=== mem_arbiter_flat ===
Figure 1. The clock network (mem_arbiter_flat).
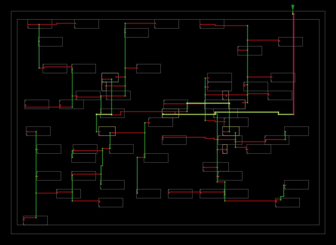

==> src/rtl/mem_arbiter_if.sv <==
// mem_arbiter_if: CPU, DMA and memory-side signals of the memory arbiter.
interface mem_arbiter_if #(
    parameter int AW = 12,
    parameter int DW = 16
);
    logic          cpu_req;
    logic          cpu_we;
    logic [AW-1:0] cpu_addr;
    logic [DW-1:0] cpu_wdata;
    logic          cpu_wait_;
    logic [DW-1:0] cpu_rdata;
    logic          dma_req;
    logic          dma_we;
    logic [AW-1:0] dma_addr;
    logic [DW-1:0] dma_wdata;
    logic          dma_wait_;
    logic [DW-1:0] dma_rdata;
    logic          mem_en;
    logic          mem_we;
    logic [AW-1:0] mem_addr;
    logic [DW-1:0] mem_wdata;
    logic [DW-1:0] mem_rdata;
    logic          busy;
    logic          owner;
    modport slave (
        input  cpu_req, cpu_we, cpu_addr, cpu_wdata,
        input  dma_req, dma_we, dma_addr, dma_wdata,
        input  mem_rdata,
        output cpu_wait_, cpu_rdata, dma_wait_, dma_rdata,
        output mem_en, mem_we, mem_addr, mem_wdata, busy, owner
    );
    modport master (
        output cpu_req, cpu_we, cpu_addr, cpu_wdata,
        output dma_req, dma_we, dma_addr, dma_wdata,
        output mem_rdata,
        input  cpu_wait_, cpu_rdata, dma_wait_, dma_rdata,
        input  mem_en, mem_we, mem_addr, mem_wdata, busy, owner
    );
endinterface

==> src/rtl/mem_arbiter.sv <==
// mem_arbiter: round-robin CPU/DMA sequencer for a single-port data memory.
// Define MEM_ARB_DMA_EN to build the DMA requester; otherwise only the CPU is served.
module mem_arbiter #(
    parameter int AW      = 12,
    parameter int DW      = 16,
    parameter int MEM_LAT = 2
) (
    input  logic          clk,
    input  logic          reset,
    mem_arbiter_if.slave  bus
);
    typedef enum logic [1:0] {IDLE, ACCESS, DONE} state_t;
    localparam logic [3:0] LAT_M1 = 4'(MEM_LAT - 1);
    state_t        state_q, state_d;
    logic [3:0]    cnt_q, cnt_d;
    logic          owner_q, owner_d;
    logic          last_q, last_d;
    logic          we_q, we_d;
    logic [AW-1:0] addr_q, addr_d;
    logic [DW-1:0] wdata_q, wdata_d;
    logic [DW-1:0] cpu_rd_q, cpu_rd_d;
    logic [DW-1:0] dma_rd_q, dma_rd_d;
    logic          dma_req;
    logic          gnt_dma;
`ifdef MEM_ARB_DMA_EN
    assign dma_req       = bus.dma_req;
    assign bus.dma_wait_ = !(bus.dma_req && !(state_q == DONE && owner_q));
    assign bus.dma_rdata = dma_rd_q;
`else
    logic unused_dma;
    assign unused_dma    = ^{bus.dma_req, dma_rd_q};
    assign dma_req       = 1'b0;
    assign bus.dma_wait_ = 1'b1;
    assign bus.dma_rdata = '0;
`endif
    // On a tie the requester that did not win last time gets the memory.
    assign gnt_dma = dma_req && (!bus.cpu_req || !last_q);
    always_ff @(posedge clk) begin
        if (reset) begin
            state_q  <= IDLE;
            cnt_q    <= '0;
            owner_q  <= 1'b0;
            last_q   <= 1'b1;
            we_q     <= 1'b0;
            addr_q   <= '0;
            wdata_q  <= '0;
            cpu_rd_q <= '0;
            dma_rd_q <= '0;
        end else begin
            state_q  <= state_d;
            cnt_q    <= cnt_d;
            owner_q  <= owner_d;
            last_q   <= last_d;
            we_q     <= we_d;
            addr_q   <= addr_d;
            wdata_q  <= wdata_d;
            cpu_rd_q <= cpu_rd_d;
            dma_rd_q <= dma_rd_d;
        end
    end
    always_comb begin
        state_d  = state_q;
        cnt_d    = cnt_q;
        owner_d  = owner_q;
        last_d   = last_q;
        we_d     = we_q;
        addr_d   = addr_q;
        wdata_d  = wdata_q;
        cpu_rd_d = cpu_rd_q;
        dma_rd_d = dma_rd_q;
        case (state_q)
            IDLE: if (bus.cpu_req || dma_req) begin
                state_d = ACCESS;
                cnt_d   = LAT_M1;
                owner_d = gnt_dma;
                last_d  = gnt_dma;
                we_d    = gnt_dma ? bus.dma_we    : bus.cpu_we;
                addr_d  = gnt_dma ? bus.dma_addr  : bus.cpu_addr;
                wdata_d = gnt_dma ? bus.dma_wdata : bus.cpu_wdata;
            end
            ACCESS: begin
                cnt_d = cnt_q - 4'd1;
                if (cnt_q == 4'd0) begin
                    state_d  = DONE;
                    cpu_rd_d = (!we_q && !owner_q) ? bus.mem_rdata : cpu_rd_q;
                    dma_rd_d = (!we_q &&  owner_q) ? bus.mem_rdata : dma_rd_q;
                end
            end
            default: state_d = IDLE;
        endcase
    end
    assign bus.mem_en    = state_q == ACCESS;
    assign bus.mem_we    = state_q == ACCESS && we_q;
    assign bus.mem_addr  = addr_q;
    assign bus.mem_wdata = wdata_q;
    assign bus.busy      = state_q != IDLE;
    assign bus.owner     = owner_q;
    assign bus.cpu_wait_ = !(bus.cpu_req && !(state_q == DONE && !owner_q));
    assign bus.cpu_rdata = cpu_rd_q;
endmodule
==> src/flat_wrapper.sv <==
// flat-port wrapper written by rule: the top's interface ports become plain ports
module mem_arbiter_flat 
#(
    parameter int AW      = 12,
    parameter int DW      = 16,
    parameter int MEM_LAT = 2
)
  (clk, reset, bus_cpu_req, bus_cpu_we, bus_cpu_addr, bus_cpu_wdata, bus_dma_req, bus_dma_we, bus_dma_addr, bus_dma_wdata, bus_mem_rdata, bus_cpu_wait_, bus_cpu_rdata, bus_dma_wait_, bus_dma_rdata, bus_mem_en, bus_mem_we, bus_mem_addr, bus_mem_wdata, bus_busy, bus_owner);
  mem_arbiter_if #(.AW(AW), .DW(DW)) bus_i ();
  input  logic clk;
  input  logic reset;
  input wire logic [$bits(bus_i.cpu_req)-1:0] bus_cpu_req;
  input wire logic [$bits(bus_i.cpu_we)-1:0] bus_cpu_we;
  input wire logic [$bits(bus_i.cpu_addr)-1:0] bus_cpu_addr;
  input wire logic [$bits(bus_i.cpu_wdata)-1:0] bus_cpu_wdata;
  input wire logic [$bits(bus_i.dma_req)-1:0] bus_dma_req;
  input wire logic [$bits(bus_i.dma_we)-1:0] bus_dma_we;
  input wire logic [$bits(bus_i.dma_addr)-1:0] bus_dma_addr;
  input wire logic [$bits(bus_i.dma_wdata)-1:0] bus_dma_wdata;
  input wire logic [$bits(bus_i.mem_rdata)-1:0] bus_mem_rdata;
  output wire logic [$bits(bus_i.cpu_wait_)-1:0] bus_cpu_wait_;
  output wire logic [$bits(bus_i.cpu_rdata)-1:0] bus_cpu_rdata;
  output wire logic [$bits(bus_i.dma_wait_)-1:0] bus_dma_wait_;
  output wire logic [$bits(bus_i.dma_rdata)-1:0] bus_dma_rdata;
  output wire logic [$bits(bus_i.mem_en)-1:0] bus_mem_en;
  output wire logic [$bits(bus_i.mem_we)-1:0] bus_mem_we;
  output wire logic [$bits(bus_i.mem_addr)-1:0] bus_mem_addr;
  output wire logic [$bits(bus_i.mem_wdata)-1:0] bus_mem_wdata;
  output wire logic [$bits(bus_i.busy)-1:0] bus_busy;
  output wire logic [$bits(bus_i.owner)-1:0] bus_owner;
  assign bus_i.cpu_req = bus_cpu_req;
  assign bus_i.cpu_we = bus_cpu_we;
  assign bus_i.cpu_addr = bus_cpu_addr;
  assign bus_i.cpu_wdata = bus_cpu_wdata;
  assign bus_i.dma_req = bus_dma_req;
  assign bus_i.dma_we = bus_dma_we;
  assign bus_i.dma_addr = bus_dma_addr;
  assign bus_i.dma_wdata = bus_dma_wdata;
  assign bus_i.mem_rdata = bus_mem_rdata;
  assign bus_cpu_wait_ = bus_i.cpu_wait_;
  assign bus_cpu_rdata = bus_i.cpu_rdata;
  assign bus_dma_wait_ = bus_i.dma_wait_;
  assign bus_dma_rdata = bus_i.dma_rdata;
  assign bus_mem_en = bus_i.mem_en;
  assign bus_mem_we = bus_i.mem_we;
  assign bus_mem_addr = bus_i.mem_addr;
  assign bus_mem_wdata = bus_i.mem_wdata;
  assign bus_busy = bus_i.busy;
  assign bus_owner = bus_i.owner;
  mem_arbiter #(.AW(AW), .DW(DW), .MEM_LAT(MEM_LAT)) u_core (.clk(clk), .reset(reset), .bus(bus_i));
endmodule
==> config.mk <==
export PLATFORM = sky130hd
export DESIGN_NAME = mem_arbiter_flat
export DESIGN_NICKNAME = d
export VERILOG_FILES = /design/src/rtl/mem_arbiter_if.sv /design/src/rtl/mem_arbiter.sv /design/src/flat_wrapper.sv
export SDC_FILE = /design/constraint.sdc
export NUM_CORES = 1
export LEC_CHECK = 0
export CORE_ASPECT_RATIO = 0.7
export CORE_MARGIN = 1.5
export CORE_UTILIZATION = 36
export CTS_CLUSTER_DIAMETER = 80
export DETAILED_ROUTE_END_ITERATION = 10
export PLACE_DENSITY_LB_ADDON = 0.08
export RECOVER_POWER = 25
export SETUP_SLACK_MARGIN = 0.5
export SLEW_MARGIN = 0
export SYNTH_ARGS = -nofsm -noshare
export SYNTH_HDL_FRONTEND = slang
export SYNTH_SLANG_ARGS = --single-unit
==> constraint.sdc <==
create_clock -name clk -period 2.4 [get_ports clk]
set_input_delay 0.36 -clock clk [delete_from_list [all_inputs] [get_ports clk]]
set_output_delay 0.36 -clock clk [all_outputs]
set_load 0.02 [all_outputs]
=== dff_serial_tx ===
[src/rtl/dff_serial_pkg.sv]
// Shared types and constants for the serial register-path transmitter/receiver pair.
package dff_serial_pkg;

    typedef enum logic [1:0] {
        IDLE  = 2'd0,
        START = 2'd1,
        DATA  = 2'd2,
        STOP  = 2'd3
    } state_e;

    localparam logic IDLE_LEVEL  = 1'b1;
    localparam logic START_LEVEL = 1'b0;
    localparam logic STOP_LEVEL  = 1'b1;

    // Bits needed to count 0..n-1, never less than one.
    function automatic int unsigned cnt_width(input int unsigned n);
        return (n <= 1) ? 1 : $clog2(n);
    endfunction

endpackage

[src/rtl/dff_serial_tx_baud_tick_gen.sv]
// Baud divider: counts 0..BAUD_DIV-1, ticks on the last count, held at 0 by clear.
module baud_tick_gen
    import dff_serial_pkg::*;
#(
    parameter int unsigned BAUD_DIV = 4
) (
    input  logic clk,
    input  logic rst_n,
    input  logic clear,
    output logic tick_c,
    output logic tick_next_c
);

    localparam int unsigned CW = cnt_width(BAUD_DIV);
    localparam logic [CW-1:0] LAST = CW'(BAUD_DIV - 1);

    logic [CW-1:0] cnt_q;
    logic [CW-1:0] cnt_d;

    // Next count: clear wins, otherwise wrap at the last count.
    always_comb begin
        cnt_d = cnt_q;
        if (clear) begin
            cnt_d = '0;
        end else if (cnt_q == LAST) begin
            cnt_d = '0;
        end else begin
            cnt_d = cnt_q + CW'(1);
        end
    end

    // Counter register.
    always_ff @(posedge clk or negedge rst_n) begin
        if (!rst_n) begin
            cnt_q <= '0;
        end else begin
            cnt_q <= cnt_d;
        end
    end

    assign tick_c      = (cnt_q == LAST);
    // Lookahead lets the parent register a flag aligned with the tick cycle.
    assign tick_next_c = (cnt_d == LAST);

endmodule

[src/rtl/dff_serial_tx.sv]
// Serialiser: start bit, WIDTH data bits, stop bit, each held BAUD_DIV clocks.
module dff_serial_tx
    import dff_serial_pkg::*;
#(
    parameter int unsigned WIDTH     = 4,
    parameter int unsigned BAUD_DIV  = 4,
    parameter bit          LSB_FIRST = 1'b1
) (
    input  logic             clk,
    input  logic             rst,
    input  logic [WIDTH-1:0] din,
    input  logic             din_valid,
    output logic             din_ready,
    output logic             tx,
    output logic             busy,
    output logic             done
);

    localparam int unsigned BW = cnt_width(WIDTH);
    localparam logic [BW-1:0] LAST_BIT = BW'(WIDTH - 1);

    state_e           state_q, state_d;
    logic [WIDTH-1:0] shift_q, shift_d;
    logic [BW-1:0]    bit_cnt_q, bit_cnt_d;
    logic             tx_q, tx_d;
    logic             busy_q, busy_d;
    logic             done_q, done_d;

    logic             tick_c;
    logic             tick_next_c;
    logic             baud_clear_c;
    logic [WIDTH-1:0] shifted_c;
    logic             head_c;
    logic             shifted_head_c;

    // Counter sits at zero while idle so a frame starts on a fresh bit period.
    assign baud_clear_c = (state_q == IDLE);

    baud_tick_gen #(
        .BAUD_DIV (BAUD_DIV)
    ) u_baud (
        .clk         (clk),
        .rst_n       (rst),
        .clear       (baud_clear_c),
        .tick_c      (tick_c),
        .tick_next_c (tick_next_c)
    );

    // Outgoing bit sits at the emitting end of the shift register.
    always_comb begin
        if (LSB_FIRST) begin
            shifted_c      = shift_q >> 1;
            head_c         = shift_q[0];
            shifted_head_c = shifted_c[0];
        end else begin
            shifted_c      = shift_q << 1;
            head_c         = shift_q[WIDTH-1];
            shifted_head_c = shifted_c[WIDTH-1];
        end
    end

    // Next-state and registered-output logic.
    always_comb begin
        state_d   = state_q;
        shift_d   = shift_q;
        bit_cnt_d = bit_cnt_q;
        tx_d      = tx_q;

        case (state_q)
            IDLE: begin
                if (din_valid) begin
                    state_d   = START;
                    shift_d   = din;
                    bit_cnt_d = '0;
                    tx_d      = START_LEVEL;
                end
            end
            START: begin
                if (tick_c) begin
                    state_d   = DATA;
                    bit_cnt_d = '0;
                    tx_d      = head_c;
                end
            end
            DATA: begin
                if (tick_c) begin
                    if (bit_cnt_q == LAST_BIT) begin
                        state_d = STOP;
                        tx_d    = STOP_LEVEL;
                    end else begin
                        shift_d   = shifted_c;
                        bit_cnt_d = bit_cnt_q + BW'(1);
                        tx_d      = shifted_head_c;
                    end
                end
            end
            STOP: begin
                if (tick_c) begin
                    state_d = IDLE;
                    tx_d    = IDLE_LEVEL;
                end
            end
            default: begin
                state_d = IDLE;
                tx_d    = IDLE_LEVEL;
            end
        endcase

        busy_d = (state_d != IDLE);
        // Final clock of the stop bit is the one whose baud count is the last.
        done_d = (state_d == STOP) && tick_next_c;
    end

    // State and output registers; reset abandons any frame and idles the line.
    always_ff @(posedge clk or negedge rst) begin
        if (!rst) begin
            state_q   <= IDLE;
            shift_q   <= '0;
            bit_cnt_q <= '0;
            tx_q      <= IDLE_LEVEL;
            busy_q    <= 1'b0;
            done_q    <= 1'b0;
        end else begin
            state_q   <= state_d;
            shift_q   <= shift_d;
            bit_cnt_q <= bit_cnt_d;
            tx_q      <= tx_d;
            busy_q    <= busy_d;
            done_q    <= done_d;
        end
    end

    assign din_ready = (state_q == IDLE);
    assign tx        = tx_q;
    assign busy      = busy_q;
    assign done      = done_q;

endmodule

[config.mk]
export PLATFORM = sky130hd
export DESIGN_NAME = dff_serial_tx
export DESIGN_NICKNAME = d
export VERILOG_FILES = /design/src/rtl/dff_serial_pkg.sv /design/src/rtl/dff_serial_tx_baud_tick_gen.sv /design/src/rtl/dff_serial_tx.sv
export SDC_FILE = /design/constraint.sdc
export NUM_CORES = 1
export LEC_CHECK = 0
export CORE_MARGIN = 2
export CORE_UTILIZATION = 45
export CTS_BUF_LIST = sky130_fd_sc_hd__clkbuf_2
export CTS_CLUSTER_SIZE = 16
export DETAILED_ROUTE_END_ITERATION = 12
export PLACE_DENSITY_LB_ADDON = 0.25
export SLEW_MARGIN = 20
export SYNTH_ARGS = -nofsm -noshare
export SYNTH_HDL_FRONTEND = slang
export SYNTH_SLANG_ARGS = --single-unit
[constraint.sdc]
create_clock -name clk -period 2.9 [get_ports clk]
set_clock_uncertainty 0.1 [all_clocks]
set_input_delay 0.58 -clock clk [delete_from_list [all_inputs] [get_ports clk]]
set_output_delay 0.58 -clock clk [all_outputs]
set_load 0.05 [all_outputs]
=== trace_collector ===
## config.mk

```make
export PLATFORM = sky130hd
export DESIGN_NAME = trace_collector
export DESIGN_NICKNAME = d
export VERILOG_FILES = /design/src/rtl/trace_collector_pkg.sv /design/src/rtl/trace_collector_fifo.sv /design/src/rtl/trace_collector.sv
export SDC_FILE = /design/constraint.sdc
export NUM_CORES = 1
export LEC_CHECK = 0
export CORE_MARGIN = 5
export CORE_UTILIZATION = 65
export CTS_BUF_LIST = sky130_fd_sc_hd__clkbuf_4 sky130_fd_sc_hd__clkbuf_8
export DETAILED_ROUTE_END_ITERATION = 10
export PLACE_DENSITY_LB_ADDON = 0.3
export SYNTH_ARGS = -nofsm -noshare
export SYNTH_HDL_FRONTEND = slang
export SYNTH_SLANG_ARGS = --single-unit
```

## constraint.sdc

```tcl
create_clock -name clk -period 19.5 [get_ports clk]
set_input_delay 1.95 -clock clk [delete_from_list [all_inputs] [get_ports clk]]
set_output_delay 1.95 -clock clk [all_outputs]
set_load 0.02 [all_outputs]
```

## src/rtl/trace_collector_pkg.sv

```systemverilog
// Shared record format for the commit-trace collector: type codes, sequence width
// and the 64-bit record layout.
package Trace_PKG;

    localparam int         SEQ_W  = 14;
    localparam logic [1:0] TR_REG = 2'b01;
    localparam logic [1:0] TR_MEM = 2'b10;

    typedef struct packed {
        logic [1:0]       rtype;
        logic [SEQ_W-1:0] seq;
        logic [47:0]      payload;
    } trace_rec_t;

    function automatic trace_rec_t make_rec(
        input logic [1:0]       rtype,
        input logic [SEQ_W-1:0] seq,
        input logic [47:0]      payload
    );
        trace_rec_t rec;
        rec.rtype   = rtype;
        rec.seq     = seq;
        rec.payload = payload;
        return rec;
    endfunction

endpackage

```

## src/rtl/trace_collector_fifo.sv

```systemverilog
// Dual-push / single-pop record FIFO. The caller never pushes more than the free
// slots allow, and push1 is only meaningful together with push0.
module trace_fifo #(
    parameter int DEPTH  = 8,
    parameter int W      = 64,
    parameter int PUSH_W = 2
) (
    input  logic                     clk,
    input  logic                     reset,
    input  logic                     push0,
    input  logic                     push1,
    input  logic [W-1:0]             din0,
    input  logic [W-1:0]             din1,
    input  logic                     pop,
    output logic [W-1:0]             dout,
    output logic                     valid,
    output logic [$clog2(DEPTH):0]   level
);
    localparam int PTR_W = $clog2(DEPTH);

    logic [W-1:0]     mem [DEPTH];
    logic [PTR_W-1:0] wr_ptr;
    logic [PTR_W-1:0] wr_ptr_nx;
    logic [PTR_W-1:0] rd_ptr;
    logic             push1_g;
    logic [1:0]       n_push;

    generate
        if (PUSH_W > 1) begin : g_dual
            assign push1_g = push1;
        end else begin : g_single
            logic unused_push1;
            assign unused_push1 = push1 ^ (^din1);
            assign push1_g      = 1'b0;
        end
    endgenerate

    assign wr_ptr_nx = wr_ptr + PTR_W'(1);
    assign n_push    = {1'b0, push0} + {1'b0, push1_g};

    always_ff @(posedge clk) begin
        if (push0)   mem[wr_ptr]    <= din0;
        if (push1_g) mem[wr_ptr_nx] <= din1;
    end

    always_ff @(posedge clk or negedge reset) begin
        if (!reset) begin
            wr_ptr <= '0;
            rd_ptr <= '0;
            level  <= '0;
        end else begin
            wr_ptr <= wr_ptr + PTR_W'(n_push);
            rd_ptr <= rd_ptr + PTR_W'(pop);
            level  <= level + (PTR_W+1)'(n_push) - (PTR_W+1)'(pop);
        end
    end

    assign valid = (level != '0);
    assign dout  = valid ? mem[rd_ptr] : '0;

endmodule

```

## src/rtl/trace_collector.sv

```systemverilog
// Commit-trace collector: packs WB register writes (and, with TRACE_MEM_EN defined,
// MEM-stage stores) into sequenced 64-bit records and streams them out valid/ready.
module trace_collector
    import Trace_PKG::*;
#(
    parameter int DATA_W     = 32,
    parameter int DM_ADDRESS = 9,
    parameter int DEPTH      = 8,
    parameter int CNT_W      = 16
) (
    input  logic                   clk,
    input  logic                   reset,
    input  logic                   reg_write_sig,
    input  logic [4:0]             reg_num,
    input  logic [DATA_W-1:0]      reg_data,
    input  logic                   wr,
    input  logic [DM_ADDRESS-1:0]  addr,
    input  logic [DATA_W-1:0]      wr_data,
    output logic                   tr_valid,
    input  logic                   tr_ready,
    output logic [63:0]            tr_data,
    output logic [$clog2(DEPTH):0] fifo_level,
    output logic [CNT_W-1:0]       overflow_cnt
);
    localparam int LVL_W = $clog2(DEPTH) + 1;
`ifdef TRACE_MEM_EN
    localparam int PUSH_W = 2;
`else
    localparam int PUSH_W = 1;
`endif

    logic             reg_ev;
    logic             mem_ev;
    logic             pop;
    logic [LVL_W:0]   free;
    logic [1:0]       n_ev;
    logic [1:0]       n_push;
    logic [1:0]       n_drop;
    logic             push0;
    logic             push1;
    logic [SEQ_W-1:0] seq;
    logic [CNT_W:0]   ovf_sum;
    trace_rec_t       reg_rec;
    trace_rec_t       mem_rec;
    trace_rec_t       din0;

    assign reg_ev = reg_write_sig && (reg_num != 5'd0);
`ifdef TRACE_MEM_EN
    assign mem_ev = wr;
`else
    logic unused_wr;
    assign unused_wr = wr;
    assign mem_ev    = 1'b0;
`endif

    assign pop  = tr_valid && tr_ready;
    // A pop in the same edge frees its slot for an incoming event.
    assign free = (LVL_W+1)'(DEPTH) - {1'b0, fifo_level} + (LVL_W+1)'(pop);

    assign n_ev   = {1'b0, reg_ev} + {1'b0, mem_ev};
    assign push0  = (n_ev != 2'd0) && (free != '0);
    assign push1  = (n_ev == 2'd2) && (free >= (LVL_W+1)'(2));
    assign n_push = {1'b0, push0} + {1'b0, push1};
    assign n_drop = n_ev - n_push;

    // Reg record is the older instruction, so it takes seq first.
    always_comb begin
        reg_rec = make_rec(TR_REG, seq, (48'(reg_num) << 32) | 48'(reg_data));
        mem_rec = make_rec(TR_MEM, seq + SEQ_W'(reg_ev), (48'(addr) << 32) | 48'(wr_data));
        din0    = reg_ev ? reg_rec : mem_rec;
    end

    assign ovf_sum = {1'b0, overflow_cnt} + (CNT_W+1)'(n_drop);

    always_ff @(posedge clk or negedge reset) begin
        if (!reset) begin
            seq          <= '0;
            overflow_cnt <= '0;
        end else begin
            seq          <= seq + SEQ_W'(n_ev);
            overflow_cnt <= ovf_sum[CNT_W] ? '1 : ovf_sum[CNT_W-1:0];
        end
    end

    trace_fifo #(
        .DEPTH  (DEPTH),
        .W      (64),
        .PUSH_W (PUSH_W)
    ) u_fifo (
        .clk   (clk),
        .reset (reset),
        .push0 (push0),
        .push1 (push1),
        .din0  (din0),
        .din1  (mem_rec),
        .pop   (pop),
        .dout  (tr_data),
        .valid (tr_valid),
        .level (fifo_level)
    );

endmodule

```


==> gallery <==
Routed clock nets over the placement.
Plate I
The bar under the picture is 10 um long.
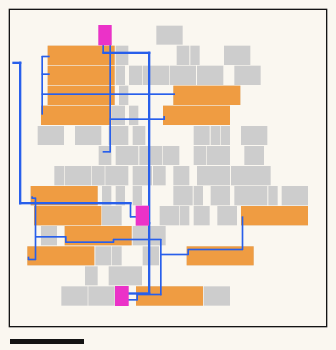
Plate II
The bar under the picture is 20 um long.
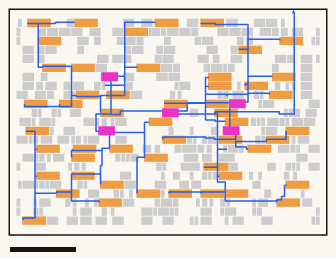
Plate III
The bar under the picture is 50 um long.
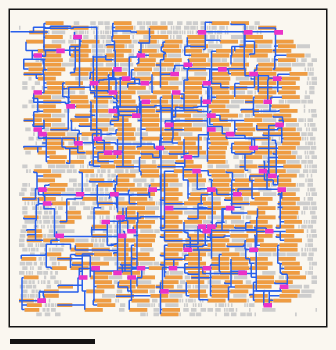
- trace_collector = Plate III
- mem_arbiter_flat = Plate II
- dff_serial_tx = Plate I
The one with the most sequential cells is Plate III.

Key to Plate III:
- blue: clock wires (length 5,320 um)
- orange: flip-flops (count 496)
- magenta: cells driving clock nets (count 76)
- routed clock nets: 77

Figure 2. The clock network (trace_collector).
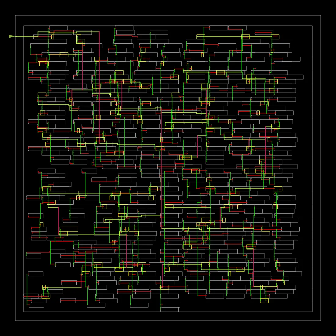
Num CTS Buffers: 76
Worst Skew: 0.0355 ns

==> metrics.yaml, trace_collector <==
cells_and_area:
  fillers: 1640
  regMostFlops: "u_fifo.mem"
  layout-drive-gt1-share: 0.208
  buffers: 175
power_and_ir_drop:
  p_sw_frac: 0.324
  p_switching_uw: 1150
  total_power_uw: 3560
  intPower_uw: 2400
synth:
  async_flop_share: 0.0806
  synthMuxAreaShare: 0.158
critical_path:
  critPathBufInv: 2
  path_cells: "buf_4 > mux4_2 > mux2i_1 > nor2_1 > clkdlybuf4s50_1"
  cp_top_family: "buffers and inverters"
  rrSetupSlack_ns: 14.86
  crit_end: "tr_data[53]"
outcome:
  status: "finished clean"
global_routing:
  grtUsageMet1: 0.319
  grt_usage: 0.236
  grt_pass1_wl_mm: 60.9
  grt_overflow_total: 0
job:
  warning_count: 32
timing:
  setup_tns_ns: 0
die:
  num_rows: 64
[trace_collector: synth_stat cells (all sizes together), types with 2 or more instances]
cell type	count
a21oi	5
and2	4
and3	7
and4	3
and4b	2
buf	34
clkbuf	26
dfrtp	40
edfxtp	456
fa	2
ha	18
inv	15
mux2	3
mux2i	58
mux4	114
nand2	133
nand2b	3
nand3	8
nand4	11
nor2	70
nor2b	2
nor3	4
nor4	2
nor4b	3
o21ai	4
or4	2
xnor2	20
xor2	15
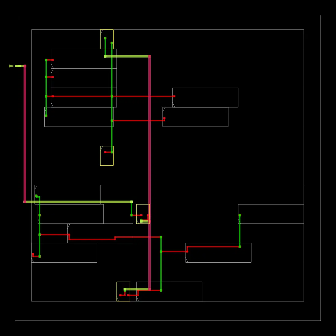
Figure 3: dff_serial_tx, the clock network.
Num CTS Buffers: 3
Clock group: 96.4 uW
Flop Count: 13

==> metrics.yaml, dff_serial_tx <==
outcome:
  status: "finished clean"
synth:
  top_cells_by_area: "dfrtp_1 (44%), ha_1 (5.5%), mux2i_1 (4.4%)"
  ys_top_logic_family: "simple AND/OR/NAND/NOR gates"
  ys_area_um2: 679
  ys_sh_adder: 0.0552
  top_cell_area_share: 0.442
  yosys.cell_types.count: 31
  ys.flop_type: "dfrtp_1"
  yosysWarnings: 0
power_and_ir_drop:
  ir_drop_uv: 628
  power_density_nw_per_um2: 1120
critical_path:
  crit_end: "din_ready"
  reg2reg_depth: 5
  path_cells: "nor2_1 > clkdlybuf4s50_1"
  critPathBufInv: 1
min_path:
  hold_start: "u_baud.cnt_q[0]"
  hold_path_class: "flop to flop"
cts:
  cts_tree: "yes"
  path_clk_slew_ns: 0.12
  clockBufferDepth: 2
timing:
  tightest_slew_ns: 0.559
placement:
  gp_congestion: 0.795
global_routing:
  use_met3: 0.0426
  grt_pass1_wl_mm: 1.96
cells_and_area:
  layout-drive-gt1-share: 0.141
  fillers: 132
die:
  num_rows: 14
  die_y_um: 42.9
-- dff_serial_tx: cell type report --
type                       instances  share of cell area
tap                               16              0.0248
clock buffer                       4              0.0248
multi-input combinational         48               0.404
timing repair buffer              11               0.133
sequential                        13               0.404
inverter                           2             0.00929
-- dff_serial_tx: flip-flops by register name (all words and copies together) (netlist names) --
name,cells
bit_cnt_q,2
busy,1
done,1
shift_q,4
state_q,2
tx,1
u_baud.cnt_q,2
-- dff_serial_tx: power by group --
group	switching (uW)	internal [uW]	leakage, uW	total [uW]
registers	65.9	271	0.000152	337
clock network	59.9	36.5	0.0000166	96.4
logic	264	204	0.000185	468
Figure 4. Close-up of the layout (mem_arbiter_flat).
Window x 57 to 87, y 2 to 32 um. Cells in grey, sequential cells in the stronger grey; small squares are vias.
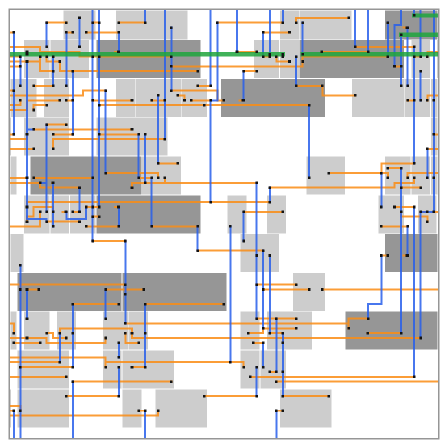
- orange: met1
- green: met3
- blue: met2
- netlist names of flops here include: `u_core.bus.mem_addr` (5), `u_core.bus.mem_wdata` (2), `u_core.state_q` (2)
- sequential cells in the window: 10
- most frequent: nand2_1 (9), dfxtp_1 (9), a21oi_1 (7)
- cells with their middle in the window: 56

## Picture notes: Figure 1
Clock group: 477 uW
Num CTS Buffers: 5
clock buffer count: 7

==> metrics.yaml, mem_arbiter_flat <==
outcome:
  status: "finished clean"
global_routing:
  use_met2: 0.222
  grt_overflow_total: 0
synth:
  ys_top_logic_family: "simple AND/OR/NAND/NOR gates"
  ys_area_um2: 2160
  yosysWarnings: 0
  async_flop_share: 0
  syn_area_um2: 2160
cts:
  cts_htree_levels: 2
  path_clk_slew_ns: 0.09
cells_and_area:
  num_antenna_cells: 0
  regArea_um2: 1020
  final_cell_mix: "clkdlybuf4s50_1 (71), nand2_1 (58), dfxtp_1 (50), nand2b_1 (33), a21oi_1 (31)"
placement:
  dpl.cell_count: 409
timing:
  setup_violations: 0
critical_path:
  crit_required_ns: 2.61
  critical_path_class: "input pin to flop"
-- mem_arbiter_flat: power groups by stage --
stage	combinational, uW	clock (uW)	sequential, uW
after floorplan	239	0	1030
after global placement	504	0	963
after detailed placement	506	0	965
after CTS	506	502	947
after global routing	528	538	955
final	484	477	945
-- mem_arbiter_flat: Yosys cell counts (all sizes together) (2+ instances only) --
library cell   n  area (um2)
clkbuf        14        52.6
nand2b        34         213
nor3           4        31.3
or3            2        13.8
conb           2        7.51
a21oi         31         155
buf           19         155
nand2         58         218
nand3          3        15.0
ha             2        25.0
or3b           2        20.0
inv            4        15.0
dfxtp         51        1020
mux2i         16         160


==> notes/layouts.md <==
Pictures saved along the way, in no particular order.

Cell sizes after repair.
panel A
The bar under the picture is 20 um long.
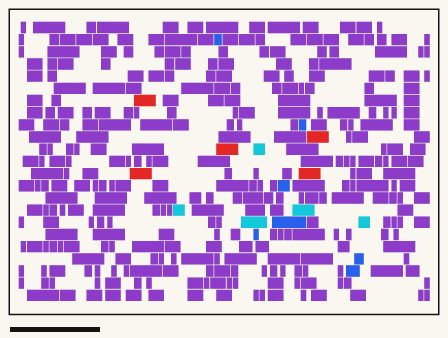
panel B
The bar under the picture is 50 um long.
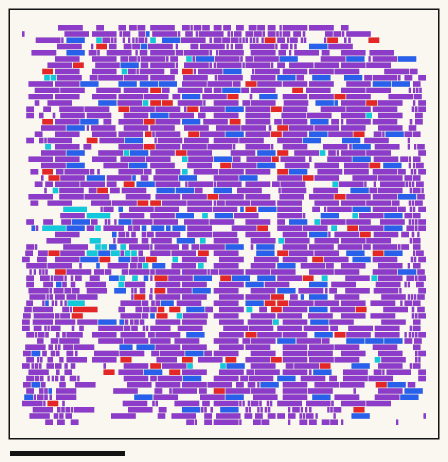
panel C
The bar under the picture is 10 um long.
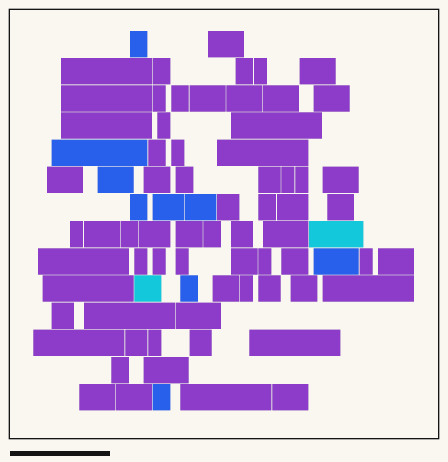
| from | picture |
|---|---|
| trace_collector | panel B |
| dff_serial_tx | panel C |
| mem_arbiter_flat | panel A |

Key to panel B:
- purple: drive 1 or less (cells 1,056; share 79%; most used edfxtp_1)
- cyan: drive 3 to 4 (cells 48; share 3.6%; most used clkbuf_4)
- red: drive 6 and up (cells 84; share 6.3%; most used clkbuf_8)
- blue: drive 2 (cells 146; share 11%; most used mux4_2)

Power figures rest on the tool's default switching activity, not on a simulated workload.
